=== z80_mem16_seq_flat ===
File: src/rtl/z80_mem16_seq_if.sv
// Word-request and byte-bus signal bundle for the 16-bit memory operand sequencer.
// slave = sequencer view, master = decoder/memory side view.
interface z80_mem16_seq_if;
  localparam int unsigned AW = 16;
  localparam int unsigned WW = 16;
  localparam int unsigned BW = 8;

  logic          start;
  logic          start_ready;
  logic          op_write;
  logic [AW-1:0] op_addr;
  logic [WW-1:0] op_wdata;
  logic          done;
  logic          err;
  logic [WW-1:0] rdata;
  logic          bus_req;
  logic          bus_we;
  logic [AW-1:0] bus_addr;
  logic [BW-1:0] bus_wdata;
  logic [BW-1:0] bus_rdata;
  logic          bus_ack;

  modport slave (
    input  start, op_write, op_addr, op_wdata, bus_rdata, bus_ack,
    output start_ready, done, err, rdata, bus_req, bus_we, bus_addr, bus_wdata
  );

  modport master (
    output start, op_write, op_addr, op_wdata, bus_rdata, bus_ack,
    input  start_ready, done, err, rdata, bus_req, bus_we, bus_addr, bus_wdata
  );
endinterface

File: src/rtl/z80_mem16_seq.sv
// Splits one 16-bit memory operand transfer into two byte bus cycles (nn, nn+1), little-endian.
// Optional trace outputs enabled by defining Z80_MEM16_SEQ_TRACE_EN.
module z80_mem16_seq #(
  parameter int unsigned MAX_WAIT = 0
) (
  input  logic            clk,
  input  logic            reset,
  z80_mem16_seq_if.slave  bus
`ifdef Z80_MEM16_SEQ_TRACE_EN
  ,
  output logic            trc_valid,
  output logic            trc_write,
  output logic [15:0]     trc_addr1,
  output logic [15:0]     trc_addr2,
  output logic [7:0]      trc_data1,
  output logic [7:0]      trc_data2
`endif
);

  localparam int unsigned AW = 16;
  localparam int unsigned WW = 16;
  localparam int unsigned BW = 8;
  localparam int unsigned CW = 8;
  localparam logic [CW-1:0] WAIT_LIM = CW'(MAX_WAIT);
  localparam bit            TO_EN    = (MAX_WAIT != 0);

  typedef enum logic [1:0] {IDLE, LO, HI, FIN} state_t;

  state_t        state_q, state_d;
  logic [AW-1:0] addr_q, addr_d;
  logic [WW-1:0] wdata_q, wdata_d;
  logic          write_q, write_d;
  logic [BW-1:0] lo_q, lo_d;
  logic [CW-1:0] wcnt_q, wcnt_d;
  logic          ready_q, ready_d;
  logic          done_q, done_d;
  logic          err_q, err_d;
  logic [WW-1:0] rdata_q, rdata_d;
  logic          req_q, req_d;
  logic          we_q, we_d;
  logic [AW-1:0] baddr_q, baddr_d;
  logic [BW-1:0] bwd_q, bwd_d;

  logic ack_c;
  logic timeout_c;

  assign ack_c     = bus.bus_ack & req_q;
  assign timeout_c = TO_EN && (wcnt_q == WAIT_LIM - CW'(1));

  always_ff @(posedge clk or posedge reset) begin
    if (reset) begin
      state_q <= IDLE;
      addr_q  <= '0;
      wdata_q <= '0;
      write_q <= 1'b0;
      lo_q    <= '0;
      wcnt_q  <= '0;
      ready_q <= 1'b1;
      done_q  <= 1'b0;
      err_q   <= 1'b0;
      rdata_q <= '0;
      req_q   <= 1'b0;
      we_q    <= 1'b0;
      baddr_q <= '0;
      bwd_q   <= '0;
    end else begin
      state_q <= state_d;
      addr_q  <= addr_d;
      wdata_q <= wdata_d;
      write_q <= write_d;
      lo_q    <= lo_d;
      wcnt_q  <= wcnt_d;
      ready_q <= ready_d;
      done_q  <= done_d;
      err_q   <= err_d;
      rdata_q <= rdata_d;
      req_q   <= req_d;
      we_q    <= we_d;
      baddr_q <= baddr_d;
      bwd_q   <= bwd_d;
    end
  end

  // Next state and next registered outputs; an ack on the timeout edge takes priority.
  always_comb begin
    state_d = state_q;
    addr_d  = addr_q;
    wdata_d = wdata_q;
    write_d = write_q;
    lo_d    = lo_q;
    wcnt_d  = wcnt_q;
    done_d  = 1'b0;
    err_d   = 1'b0;
    rdata_d = rdata_q;
    req_d   = req_q;
    we_d    = we_q;
    baddr_d = baddr_q;
    bwd_d   = bwd_q;

    case (state_q)
      IDLE: begin
        if (bus.start) begin
          addr_d  = bus.op_addr;
          wdata_d = bus.op_wdata;
          write_d = bus.op_write;
          wcnt_d  = '0;
          req_d   = 1'b1;
          we_d    = bus.op_write;
          baddr_d = bus.op_addr;
          bwd_d   = bus.op_wdata[7:0];
          state_d = LO;
        end
      end
      LO: begin
        if (ack_c) begin
          if (!write_q) lo_d = bus.bus_rdata;
          wcnt_d  = '0;
          baddr_d = addr_q + AW'(1);
          bwd_d   = wdata_q[15:8];
          state_d = HI;
        end else if (timeout_c) begin
          req_d   = 1'b0;
          done_d  = 1'b1;
          err_d   = 1'b1;
          state_d = FIN;
        end else begin
          wcnt_d = wcnt_q + CW'(1);
        end
      end
      HI: begin
        if (ack_c) begin
          if (!write_q) rdata_d = {bus.bus_rdata, lo_q};
          req_d   = 1'b0;
          done_d  = 1'b1;
          state_d = FIN;
        end else if (timeout_c) begin
          req_d   = 1'b0;
          done_d  = 1'b1;
          err_d   = 1'b1;
          state_d = FIN;
        end else begin
          wcnt_d = wcnt_q + CW'(1);
        end
      end
      FIN: begin
        state_d = IDLE;
      end
      default: begin
        state_d = IDLE;
      end
    endcase

    ready_d = (state_d == IDLE);
  end

  assign bus.start_ready = ready_q;
  assign bus.done        = done_q;
  assign bus.err         = err_q;
  assign bus.rdata       = rdata_q;
  assign bus.bus_req     = req_q;
  assign bus.bus_we      = we_q;
  assign bus.bus_addr    = baddr_q;
  assign bus.bus_wdata   = bwd_q;

`ifdef Z80_MEM16_SEQ_TRACE_EN
  // Trace record captured on the edge entering FIN; bytes never transferred read as zero.
  always_ff @(posedge clk or posedge reset) begin
    if (reset) begin
      trc_valid <= 1'b0;
      trc_write <= 1'b0;
      trc_addr1 <= '0;
      trc_addr2 <= '0;
      trc_data1 <= '0;
      trc_data2 <= '0;
    end else begin
      trc_valid <= done_d;
      if (done_d) begin
        trc_write <= write_q;
        trc_addr1 <= addr_q;
        trc_addr2 <= addr_q + AW'(1);
        trc_data1 <= (state_q == LO) ? 8'h00 : (write_q ? wdata_q[7:0] : lo_q);
        trc_data2 <= err_d ? 8'h00 : (write_q ? wdata_q[15:8] : bus.bus_rdata);
      end
    end
  end
`endif

endmodule

File: src/flat_wrapper.sv
// flat-port wrapper written by rule: the top's interface ports become plain ports
module z80_mem16_seq_flat 
#(
  parameter int unsigned MAX_WAIT = 0
)
  (clk, reset, bus_start, bus_op_write, bus_op_addr, bus_op_wdata, bus_bus_rdata, bus_bus_ack, bus_start_ready, bus_done, bus_err, bus_rdata, bus_bus_req, bus_bus_we, bus_bus_addr, bus_bus_wdata);
  z80_mem16_seq_if bus_i ();
  input  logic clk;
  input  logic reset;
  input wire logic [$bits(bus_i.start)-1:0] bus_start;
  input wire logic [$bits(bus_i.op_write)-1:0] bus_op_write;
  input wire logic [$bits(bus_i.op_addr)-1:0] bus_op_addr;
  input wire logic [$bits(bus_i.op_wdata)-1:0] bus_op_wdata;
  input wire logic [$bits(bus_i.bus_rdata)-1:0] bus_bus_rdata;
  input wire logic [$bits(bus_i.bus_ack)-1:0] bus_bus_ack;
  output wire logic [$bits(bus_i.start_ready)-1:0] bus_start_ready;
  output wire logic [$bits(bus_i.done)-1:0] bus_done;
  output wire logic [$bits(bus_i.err)-1:0] bus_err;
  output wire logic [$bits(bus_i.rdata)-1:0] bus_rdata;
  output wire logic [$bits(bus_i.bus_req)-1:0] bus_bus_req;
  output wire logic [$bits(bus_i.bus_we)-1:0] bus_bus_we;
  output wire logic [$bits(bus_i.bus_addr)-1:0] bus_bus_addr;
  output wire logic [$bits(bus_i.bus_wdata)-1:0] bus_bus_wdata;
  assign bus_i.start = bus_start;
  assign bus_i.op_write = bus_op_write;
  assign bus_i.op_addr = bus_op_addr;
  assign bus_i.op_wdata = bus_op_wdata;
  assign bus_i.bus_rdata = bus_bus_rdata;
  assign bus_i.bus_ack = bus_bus_ack;
  assign bus_start_ready = bus_i.start_ready;
  assign bus_done = bus_i.done;
  assign bus_err = bus_i.err;
  assign bus_rdata = bus_i.rdata;
  assign bus_bus_req = bus_i.bus_req;
  assign bus_bus_we = bus_i.bus_we;
  assign bus_bus_addr = bus_i.bus_addr;
  assign bus_bus_wdata = bus_i.bus_wdata;
  z80_mem16_seq #(.MAX_WAIT(MAX_WAIT)) u_core (.clk(clk), .reset(reset), .bus(bus_i));
endmodule
File: config.mk
export PLATFORM = sky130hd
export DESIGN_NAME = z80_mem16_seq_flat
export DESIGN_NICKNAME = d
export VERILOG_FILES = /design/src/rtl/z80_mem16_seq_if.sv /design/src/rtl/z80_mem16_seq.sv /design/src/flat_wrapper.sv
export SDC_FILE = /design/constraint.sdc
export NUM_CORES = 1
export LEC_CHECK = 0
export CAP_MARGIN = 25
export CORE_AREA = 2 2 96 98
export CTS_BUF_LIST = sky130_fd_sc_hd__clkbuf_4 sky130_fd_sc_hd__clkbuf_8 sky130_fd_sc_hd__clkbuf_16
export DETAILED_ROUTE_END_ITERATION = 10
export DIE_AREA = 0 0 98 100
export PLACE_DENSITY_LB_ADDON = 0.3
export SYNTH_ARGS = -nofsm -noshare
export SYNTH_HDL_FRONTEND = slang
export SYNTH_SLANG_ARGS = --single-unit
File: constraint.sdc
create_clock -name clk -period 2.65 [get_ports clk]
set_input_delay 0.53 -clock clk [delete_from_list [all_inputs] [get_ports clk]]
set_output_delay 0.53 -clock clk [all_outputs]
set_load 0.02 [all_outputs]
z80_mem16_seq_flat/layer_met1.png
Bar = 20 um. Supply wires on this layer in gray.
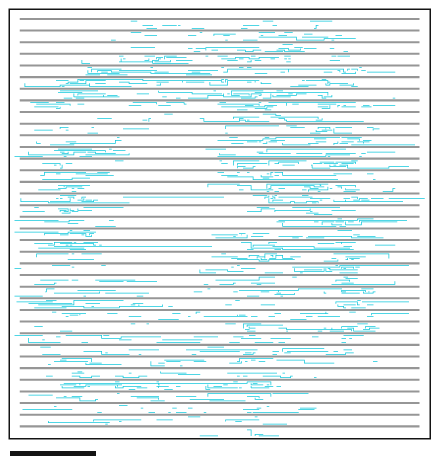
wire length on this layer	3250 um
share of all routed wire	46%
longest straight run	42.8 um
main direction	horizontal
routed wire length: 7.052 mm
Vias: 2421

==> results.txt <==
impl run done, here's what came out: FFs w/ async S/R, synth 1.000, syn_nets between 300 and 400, Clk. pwr 0.00109 W, bufs w/o clock between 90 and 100, mux share 0.1655, clk latency late pin around 0.35 ns, Port Buffer Count about 88, drt initial violations between 70 and 80, clock-pin slew on the worst setup and hold paths around 0.08 ns, fill count about 830, DRC 0, Top cell excl fill/tap clkdlybuf4s50_1, Inserted Clock Buffers 9, FF+latch count, synth about 80, DRT met1 WL ~3.2 mm, slew margin rel. 0.4882, Top-area cell share 0.5627, Max FO, Critical Path 4, yosys aoi share 0.08111, Final Skew ~0.0098 ns, post-CTS resize count 0, Post-Route Utilization 0.5250, Hold Buf Count CTS 0, status complete, no violations, Pwr Density around 1300 mW/mm^2, Final setup violation count 0, WP data arrival approximately 1.6 ns, Distinct lib cells used 37, Die X approximately 98 um, CP startpoint u_core.bus.bus_we, pre-CTS setup slack approximately 0.35 ns, most frequent cells in the layout clkdlybuf4s50_1 (88), dfrtp_1 (77), nand2_1 (38), o21ai_0 (25), nor2_1 (24), clock root cell clkbuf_8, placed instance area around 0.0044 sq mm, worst r2r path cells 5, Top cells by area dfrtp_1 (56%), mux2_1 (6.6%), mux2_2 (5.6%), vias in the first global route 2557, HP Class input pin to asynchronous set/reset pin, Crit path max-delay family buffers and inverters, die area between 0.009 and 0.01 sq mm, top power group combinational cells, clock buffer depth 2, initial antenna violation count 0, Setup TNS 0 ns, Most Crowded Layer GR met2, Static Leak roughly 2 nW, top sig layer met4, design area around 0.0047 sq mm, Routed Antenna Nets 0, FF-to-FF Start u_core.state_q[0]
z80_mem16_seq_flat/layer_met2.png
Cells faint in the background.
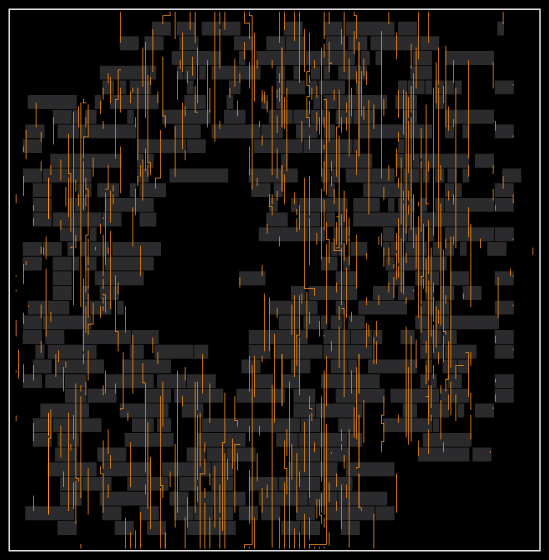
nets with wire on the layer	368
main direction	vertical


=== jk_seq_driver ===
jk_seq_driver/layer_met1.png
Bar = 20 um. Supply wires on this layer in gray.
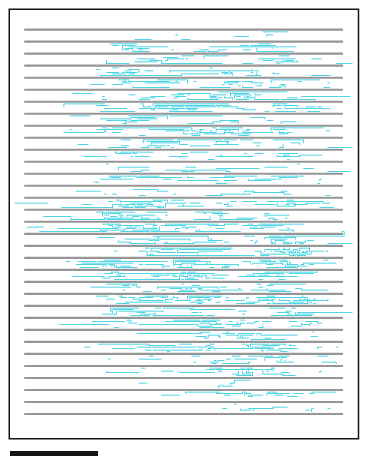
jk_seq_driver/layer_met2.png
Cells faint in the background.
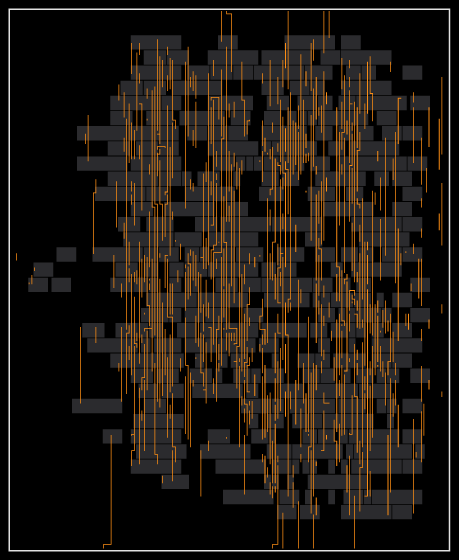
$ cat config.mk
export PLATFORM = sky130hd
export DESIGN_NAME = jk_seq_driver
export DESIGN_NICKNAME = d
export VERILOG_FILES = /design/src/rtl/jk_pkg.sv /design/src/rtl/jk_excite_bit.sv /design/src/rtl/jk_seq_driver.sv
export SDC_FILE = /design/constraint.sdc
export NUM_CORES = 1
export LEC_CHECK = 0
export CORE_ASPECT_RATIO = 1.25
export CORE_MARGIN = 3
export CORE_UTILIZATION = 45
export CTS_CLUSTER_SIZE = 30
export DETAILED_ROUTE_END_ITERATION = 16
export PLACE_DENSITY = 0.75
export SETUP_SLACK_MARGIN = 0.2
export SYNTH_ARGS = -nofsm -noshare
export SYNTH_HDL_FRONTEND = slang
export SYNTH_SLANG_ARGS = --single-unit
$ cat constraint.sdc
create_clock -name clock -period 4.3 [get_ports clock]
set_clock_uncertainty 0.05 [all_clocks]
set_input_delay 0.645 -clock clock [delete_from_list [all_inputs] [get_ports clock]]
set_output_delay 0.645 -clock clock [all_outputs]
set_load 0.1 [all_outputs]
$ cat src/rtl/jk_pkg.sv
// Shared types and constants for the JK flip-flop bank sequence driver.
package jk_pkg;

  typedef enum logic [2:0] {
    ST_IDLE,
    ST_DRIVE,
    ST_CHECK,
    ST_DONE,
    ST_ERROR
  } jk_state_e;

  // {J, K} pairs; don't-care excitations are resolved to these three.
  localparam logic [1:0] JK_HOLD  = 2'b00;
  localparam logic [1:0] JK_SET   = 2'b10;
  localparam logic [1:0] JK_RESET = 2'b01;

endpackage

$ cat src/rtl/jk_excite_bit.sv
// Excitation for one JK flop: the {J, K} pair that moves q to target.
module jk_excite_bit
  import jk_pkg::*;
(
  input  logic       q,
  input  logic       target,
  output logic [1:0] jk
);

  always_comb begin
    jk = JK_HOLD;
    if (!q && target) begin
      jk = JK_SET;
    end else if (q && !target) begin
      jk = JK_RESET;
    end
  end

endmodule

$ cat src/rtl/jk_seq_driver.sv
// Steps a JK flop bank through a table of target states and checks each step.
// Handshake: start/stop/wr_en are single-cycle strobes sampled on the rising clock edge.
module jk_seq_driver
  import jk_pkg::*;
#(
  parameter  int WIDTH = 4,
  parameter  int DEPTH = 8,
  localparam int AW    = $clog2(DEPTH)
) (
  input  logic               clock,
  input  logic               clear_n,
  input  logic               wr_en,
  input  logic [AW-1:0]      wr_addr,
  input  logic [WIDTH-1:0]   wr_data,
  input  logic [AW-1:0]      last_idx,
  input  logic               loop,
  input  logic               start,
  input  logic               stop,
  input  logic [WIDTH-1:0]   q_fb,
  output logic [2*WIDTH-1:0] jk,
  output logic               busy,
  output logic               done,
  output logic               error,
  output logic [WIDTH-1:0]   err_bits,
  output logic [AW-1:0]      step_idx,
  output jk_state_e          state_dbg
);

  jk_state_e          state;
  logic [WIDTH-1:0]   tbl [DEPTH];
  logic [AW-1:0]      last_q;
  logic               loop_q;
  logic [AW-1:0]      drive_idx;
  logic [WIDTH-1:0]   drive_tgt;
  logic [2*WIDTH-1:0] drive_jk;
  logic [WIDTH-1:0]   cur_tgt;
  logic               mismatch;

  assign state_dbg = state;
  assign cur_tgt   = tbl[step_idx];
  assign mismatch  = (q_fb != cur_tgt);

  // jk is registered, so the excitation for the step being entered is
  // computed from the index that step will use.
  always_comb begin
    drive_idx = '0;
    if (state == ST_CHECK && step_idx != last_q) begin
      drive_idx = step_idx + AW'(1);
    end
  end

  assign drive_tgt = tbl[drive_idx];

  for (genvar i = 0; i < WIDTH; i++) begin : g_excite
    jk_excite_bit u_bit (
      .q      (q_fb[i]),
      .target (drive_tgt[i]),
      .jk     (drive_jk[2*i+1:2*i])
    );
  end

  always_ff @(posedge clock or negedge clear_n) begin
    if (!clear_n) begin
      state    <= ST_IDLE;
      jk       <= '0;
      busy     <= 1'b0;
      done     <= 1'b0;
      error    <= 1'b0;
      err_bits <= '0;
      step_idx <= '0;
      last_q   <= '0;
      loop_q   <= 1'b0;
      for (int i = 0; i < DEPTH; i++) begin
        tbl[i] <= '0;
      end
    end else begin
      jk   <= '0;
      done <= 1'b0;
      case (state)
        ST_IDLE: begin
          if (wr_en) begin
            tbl[wr_addr] <= wr_data;
          end
          if (start && !stop) begin
            state    <= ST_DRIVE;
            step_idx <= '0;
            last_q   <= last_idx;
            loop_q   <= loop;
            jk       <= drive_jk;
            busy     <= 1'b1;
          end
        end
        ST_DRIVE: begin
          if (stop) begin
            state <= ST_IDLE;
            busy  <= 1'b0;
          end else begin
            state <= ST_CHECK;
          end
        end
        ST_CHECK: begin
          if (stop) begin
            state <= ST_IDLE;
            busy  <= 1'b0;
          end else if (mismatch) begin
            state    <= ST_ERROR;
            busy     <= 1'b0;
            error    <= 1'b1;
            err_bits <= q_fb ^ cur_tgt;
          end else if (step_idx != last_q || loop_q) begin
            state    <= ST_DRIVE;
            step_idx <= drive_idx;
            jk       <= drive_jk;
          end else begin
            state <= ST_DONE;
            done  <= 1'b1;
          end
        end
        ST_DONE: begin
          state <= ST_IDLE;
          busy  <= 1'b0;
        end
        ST_ERROR: begin
          if (stop) begin
            state    <= ST_IDLE;
            error    <= 1'b0;
            err_bits <= '0;
          end else if (start) begin
            state    <= ST_DRIVE;
            step_idx <= '0;
            last_q   <= last_idx;
            loop_q   <= loop;
            jk       <= drive_jk;
            busy     <= 1'b1;
            error    <= 1'b0;
            err_bits <= '0;
          end
        end
        default: begin
          state <= ST_IDLE;
          busy  <= 1'b0;
        end
      endcase
    end
  end

endmodule

==> results.txt <==
impl run done, here's what came out: post-route clock period utilization 0.6868, number of enable flip-flop cells 0, fmax approximately 340 MHz, Die X roughly 79 um, Combinational Power just under 0.0005 W, Pwr Total around 0.0017 W, top sig layer met4, Boundary Pins a little over 40, die area ~0.0076 sq mm, status complete, no violations, final std cells w/o fill 383, met2 WL post-DR between 3 and 4 mm, Inserted Clock Buffers 9, number of tapcells 85, initial antenna violation count 0, Most Crowded Layer GR met2, Yosys Instances roughly 250, met3 wire length between 300 and 400 um, leading area contributor after synthesis dfrtp_1, Inverters excl. clock 3, Worst VDD drop between 0.0002 and 0.00025 V, Global Route Usage Sum 0.2033, mapped cell area slightly below 0.003 sq mm, minimum clock period roughly 3.0 ns, design area 0.003650 sq mm, Crit path max-delay family buffers and inverters, CP max stage delay about 1.3 ns, mux share 0.2484, global placer's final weighted congestion 0.8933, Worst path slowest cell clkdlybuf4s50_1, Static Leak between 1 and 1.5 nW, CP startpoint step_idx[1], H-tree Lvls 3, Final Hold Fails 0, bufs w/o clock between 40 and 50, clk sinks between 50 and 60, Basic Gates by Area 0.1328, xor+xnor area frac 0.02648, Switching Fraction 0.3438, Pwr Density ~480 mW/mm^2
Notes on jk_seq_driver/layer_met1.png above:
share of all routed wire	41%
wire length on this layer	2840 um
routed wire length: 7.015 mm
met1 Resource Use GR: 0.2471

Notes on jk_seq_driver/layer_met2.png above:
longest straight run	37.7 um
nets with wire on the layer	273
Vias: 2164
met2 Usage GRT: 0.3231


=== spi_slave_responder ===
spi_slave_responder/layer_met1.png
Bar = 20 um. Supply wires on this layer in gray.
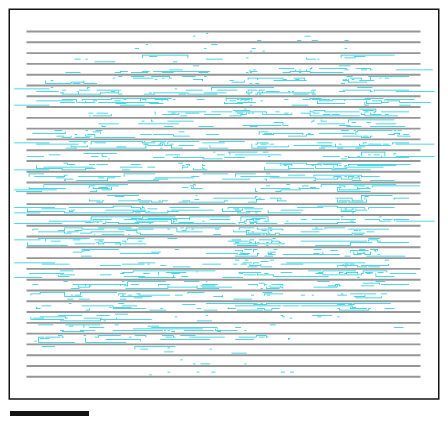
spi_slave_responder/layer_met2.png
Cells faint in the background.
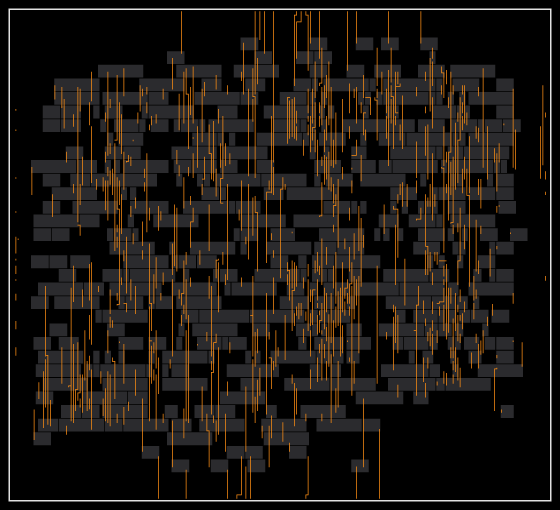
<file path="src/rtl/spi_slave_responder.sv">
// spi_slave_responder: SPI slave clocked entirely by clk. sck, ss_L and mosi
// are oversampled through 2-flop synchronizers, and edges are detected from
// the synchronized copies.
// Each transaction shifts to_master out on miso MSB-first and captures the
// master's mosi word into from_master. CPOL and CPHA are chosen by the
// POLARITY and PHASE parameters.
// Optional build macro SPI_SLAVE_RESPONDER_ARM_EN adds the arm input. When
// arm is low at the ss_L fall, the slave returns zeros and the transaction
// ends with err instead of finished.
//
// state | meaning
// IDLE  | waiting for ss_L fall; miso driven low, sck/mosi ignored
// XFER  | ss_L asserted; sample/shift on sck edges, count received bits
// DONE  | ss_L released; publish rx word or flag error, then back to IDLE

module spi_slave_responder #(
  parameter int WID      = 24,
  parameter int WID_LEN  = 5,
  parameter bit POLARITY = 1'b0,
  parameter bit PHASE    = 1'b0
) (
  input  logic           clk,
  input  logic           rst_L,
  input  logic           sck,
  input  logic           ss_L,
  input  logic           mosi,
`ifdef SPI_SLAVE_RESPONDER_ARM_EN
  input  logic           arm,
`endif
  input  logic [WID-1:0] to_master,
  output logic           miso,
  output logic [WID-1:0] from_master,
  output logic           finished,
  output logic           err
);

  typedef enum logic [1:0] {
    S_IDLE = 2'd0,
    S_XFER = 2'd1,
    S_DONE = 2'd2
  } state_e;

  localparam logic [WID_LEN-1:0] CNT_ONE  = WID_LEN'(1);
  localparam logic [WID_LEN-1:0] CNT_FULL = WID_LEN'(WID);
  localparam logic [WID_LEN-1:0] CNT_OVR  = WID_LEN'(WID + 1);

  logic sck_s1_q, sck_s2_q, sck_dly_q;
  logic ss_s1_q, ss_s2_q, ss_dly_q;
  logic mosi_s1_q, mosi_s2_q;

  state_e             state_q, state_d;
  logic [WID-1:0]     tx_q, tx_d;
  logic [WID-1:0]     rx_q, rx_d;
  logic [WID_LEN-1:0] cnt_q, cnt_d;
  logic               miso_q, miso_d;
  logic [WID-1:0]     fm_q, fm_d;
  logic               fin_q, fin_d;
  logic               err_q, err_d;
  logic               armed_q, armed_d;
  logic               pend_q, pend_d;

  logic           sck_edge, sck_lead, sck_trail;
  logic           sample_edge, shift_edge;
  logic           ss_fall, ss_rise;
  logic           arm_now;
  logic [WID-1:0] load_word;

  // Synchronize the asynchronous SPI pins and keep one delayed copy for edge detection.
  always_ff @(posedge clk or negedge rst_L) begin
    if (!rst_L) begin
      sck_s1_q  <= POLARITY;
      sck_s2_q  <= POLARITY;
      sck_dly_q <= POLARITY;
      ss_s1_q   <= 1'b1;
      ss_s2_q   <= 1'b1;
      ss_dly_q  <= 1'b1;
      mosi_s1_q <= 1'b0;
      mosi_s2_q <= 1'b0;
    end else begin
      sck_s1_q  <= sck;
      sck_s2_q  <= sck_s1_q;
      sck_dly_q <= sck_s2_q;
      ss_s1_q   <= ss_L;
      ss_s2_q   <= ss_s1_q;
      ss_dly_q  <= ss_s2_q;
      mosi_s1_q <= mosi;
      mosi_s2_q <= mosi_s1_q;
    end
  end

  // Classify edges. Leading means sck leaves its idle level.
  always_comb begin
    sck_edge    = sck_s2_q ^ sck_dly_q;
    sck_lead    = sck_edge && (sck_s2_q != POLARITY);
    sck_trail   = sck_edge && (sck_s2_q == POLARITY);
    sample_edge = PHASE ? sck_trail : sck_lead;
    shift_edge  = PHASE ? sck_lead  : sck_trail;
    ss_fall     = ss_dly_q & ~ss_s2_q;
    ss_rise     = ~ss_dly_q & ss_s2_q;
  end

  // Arm qualification. Without the feature every transaction is armed.
`ifdef SPI_SLAVE_RESPONDER_ARM_EN
  assign arm_now = arm;
`else
  assign arm_now = 1'b1;
`endif
  assign load_word = arm_now ? to_master : '0;

  // FSM state and datapath registers.
  always_ff @(posedge clk or negedge rst_L) begin
    if (!rst_L) begin
      state_q <= S_IDLE;
      tx_q    <= '0;
      rx_q    <= '0;
      cnt_q   <= '0;
      miso_q  <= 1'b0;
      fm_q    <= '0;
      fin_q   <= 1'b0;
      err_q   <= 1'b0;
      armed_q <= 1'b0;
      pend_q  <= 1'b0;
    end else begin
      state_q <= state_d;
      tx_q    <= tx_d;
      rx_q    <= rx_d;
      cnt_q   <= cnt_d;
      miso_q  <= miso_d;
      fm_q    <= fm_d;
      fin_q   <= fin_d;
      err_q   <= err_d;
      armed_q <= armed_d;
      pend_q  <= pend_d;
    end
  end

  // Next-state and datapath logic. Within one cycle a sample edge is applied
  // before an ss_L rise, so a final bit that coincides with the rise is kept.
  always_comb begin
    state_d = state_q;
    tx_d    = tx_q;
    rx_d    = rx_q;
    cnt_d   = cnt_q;
    miso_d  = miso_q;
    fm_d    = fm_q;
    fin_d   = 1'b0;
    err_d   = 1'b0;
    armed_d = armed_q;
    pend_d  = pend_q;

    case (state_q)
      S_IDLE: begin
        miso_d = 1'b0;
        if (ss_fall || pend_q) begin
          pend_d  = 1'b0;
          armed_d = arm_now;
          rx_d    = '0;
          cnt_d   = '0;
          state_d = S_XFER;
          if (!PHASE) begin
            // CPHA=0: the MSB has to be on miso before the first leading edge.
            miso_d = load_word[WID-1];
            tx_d   = load_word << 1;
          end else begin
            tx_d = load_word;
          end
        end
      end

      S_XFER: begin
        if (sample_edge) begin
          if (cnt_q == CNT_FULL) begin
            cnt_d = CNT_OVR;
          end else if (cnt_q < CNT_FULL) begin
            rx_d  = {rx_q[WID-2:0], mosi_s2_q};
            cnt_d = cnt_q + CNT_ONE;
          end
        end
        // Stop shifting once WID bits have been sampled; for CPHA=0 this makes
        // miso hold its last bit on the trailing edge after the final sample.
        if (shift_edge && (cnt_q < CNT_FULL)) begin
          miso_d = tx_q[WID-1];
          tx_d   = tx_q << 1;
        end
        if (ss_rise) begin
          state_d = S_DONE;
        end
      end

      S_DONE: begin
        miso_d  = 1'b0;
        state_d = S_IDLE;
        if (cnt_q == CNT_FULL) begin
          fm_d = rx_q;
        end
        if ((cnt_q == CNT_FULL) && armed_q) begin
          fin_d = 1'b1;
        end else begin
          err_d = 1'b1;
        end
        // A select that falls again right away is remembered for IDLE.
        if (ss_fall) begin
          pend_d = 1'b1;
        end
      end

      default: begin
        state_d = S_IDLE;
        miso_d  = 1'b0;
      end
    endcase
  end

  assign miso        = miso_q;
  assign from_master = fm_q;
  assign finished    = fin_q;
  assign err         = err_q;

endmodule

</file>
<file path="config.mk">
export PLATFORM = sky130hd
export DESIGN_NAME = spi_slave_responder
export DESIGN_NICKNAME = d
export VERILOG_FILES = /design/src/rtl/spi_slave_responder.sv
export SDC_FILE = /design/constraint.sdc
export NUM_CORES = 1
export LEC_CHECK = 0
export CORE_ASPECT_RATIO = 0.9
export CORE_MARGIN = 4
export CORE_UTILIZATION = 45
export DETAILED_ROUTE_END_ITERATION = 16
export PLACE_DENSITY = 0.68
export SLEW_MARGIN = 20
export SYNTH_ARGS = -nofsm -noshare
export SYNTH_HDL_FRONTEND = slang
export SYNTH_SLANG_ARGS = --single-unit
</file>
<file path="constraint.sdc">
create_clock -name clk -period 4.1 [get_ports clk]
set_input_delay 0.615 -clock clk [delete_from_list [all_inputs] [get_ports clk]]
set_output_delay 0.615 -clock clk [all_outputs]
set_load 0.005 [all_outputs]
</file>
==> results.txt <==
impl run done, here's what came out: status complete, no violations, Reg area around 0.0023 sq mm, Comb power frac 0.363, worst r2r path cells 5, Die Y 97.91 um, clk latency late pin between 0.3 and 0.4 ns, Warnings, synthesis 0, Post-synth top cells nand2_1 (92), dfrtp_1 (88), inv_1 (29), mux2_2 (26), mux2i_1 (25), post-route clock period utilization 0.6374, first-pass GRT wire length roughly 13 mm, met3 wire length around 370 um, clock root cell clkbuf_8, bufs w/o clock between 50 and 60, top sig layer met4, met3 Use GR 0.05552, P_seq around 0.0012 W, Vias between 2000 and 3000, crit path capture type register, fmax approximately 380 MHz, Main synth FF type dfrtp_1, hpwl dp 4.788 mm, placed insts between 500 and 600, Synth Seq Share 0.5644, Req. time, crit path approximately 4.3 ns, fraction of area in registers 0.4679, total stage count of the critical path 5, mux share 0.2087, number of vias per cell a little under 5, clk sinks just over 90, routed wire length roughly 7.4 mm, final std cells w/o fill ~530, Cell Rows 32, Pwr Total 0.002760 W, WHS roughly 0.34 ns, met1 Resource Use GR 0.2060, clock-pin slew on the worst setup and hold paths approximately 0.08 ns, DRC 0, syn_nets around 380, Global Route Usage Sum 0.1495, Critical Path, Cell by Cell nor2b_4, buf_4, a21o_1, buf_4, mux2_4, vias in the first global route roughly 2700, slew margin rel. 0.3154, crit path to tx_q[16], MI comb cells 215, Post-Route Utilization 0.5637, drt initial violations between 100 and 150, Buf/Inv on CP 2, most repeated library cell on the critical path buf_4, WP data arrival 2.86 ns, met2 Usage GRT 0.2256, FFs w/ async S/R, synth 1.000, initial antenna violation count 0, Most Crowded Layer GR met2, drt wl/cell roughly 14 um, worst reg-to-reg setup slack approximately 1.5 ns, clock network area share 0.03901, Combinational Power approximately 0.001 W, Worst path slowest cell a21o_1, clock power share 0.209, CP Launch Type register, FF+latch count, synth a little over 90, post-CTS resize count 0, Final Skew ~0.011 ns, Worst VDD drop roughly 0.00024 V, Final Hold Fails 0, largest net degree at the start of global routing about 65, pre-CTS setup slack around 1.5 ns, CP startpoint state_q[0], combinational fraction of the cell area 0.3175
About spi_slave_responder/layer_met1.png:
share of all routed wire	49%
wire length on this layer	3660 um
nets with wire on the layer	387
main direction	horizontal
longest straight run	21.6 um

About spi_slave_responder/layer_met2.png:
share of all routed wire	45%
longest straight run	30.1 um
main direction	vertical



==> layout pictures side by side <==
Met3 routing.
shot_01.png
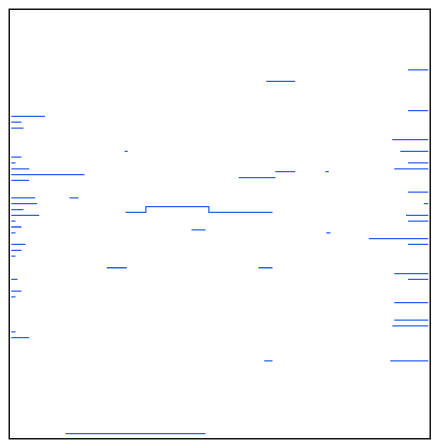
shot_02.png
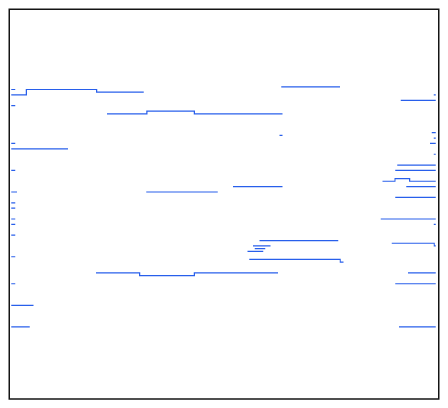
shot_03.png
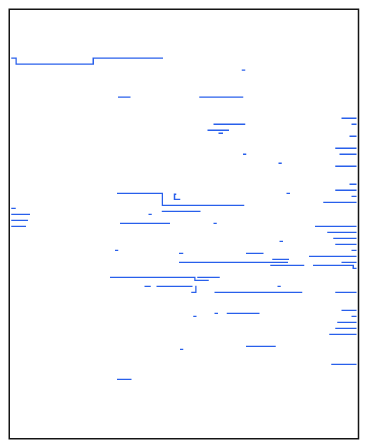
- z80_mem16_seq_flat = shot_01.png
- jk_seq_driver = shot_03.png
- spi_slave_responder = shot_02.png

Key to shot_01.png:
nets with wire on the layer	46
share of all routed wire	4.2%

No activity file was given, so power comes from the tool's default toggle rates.
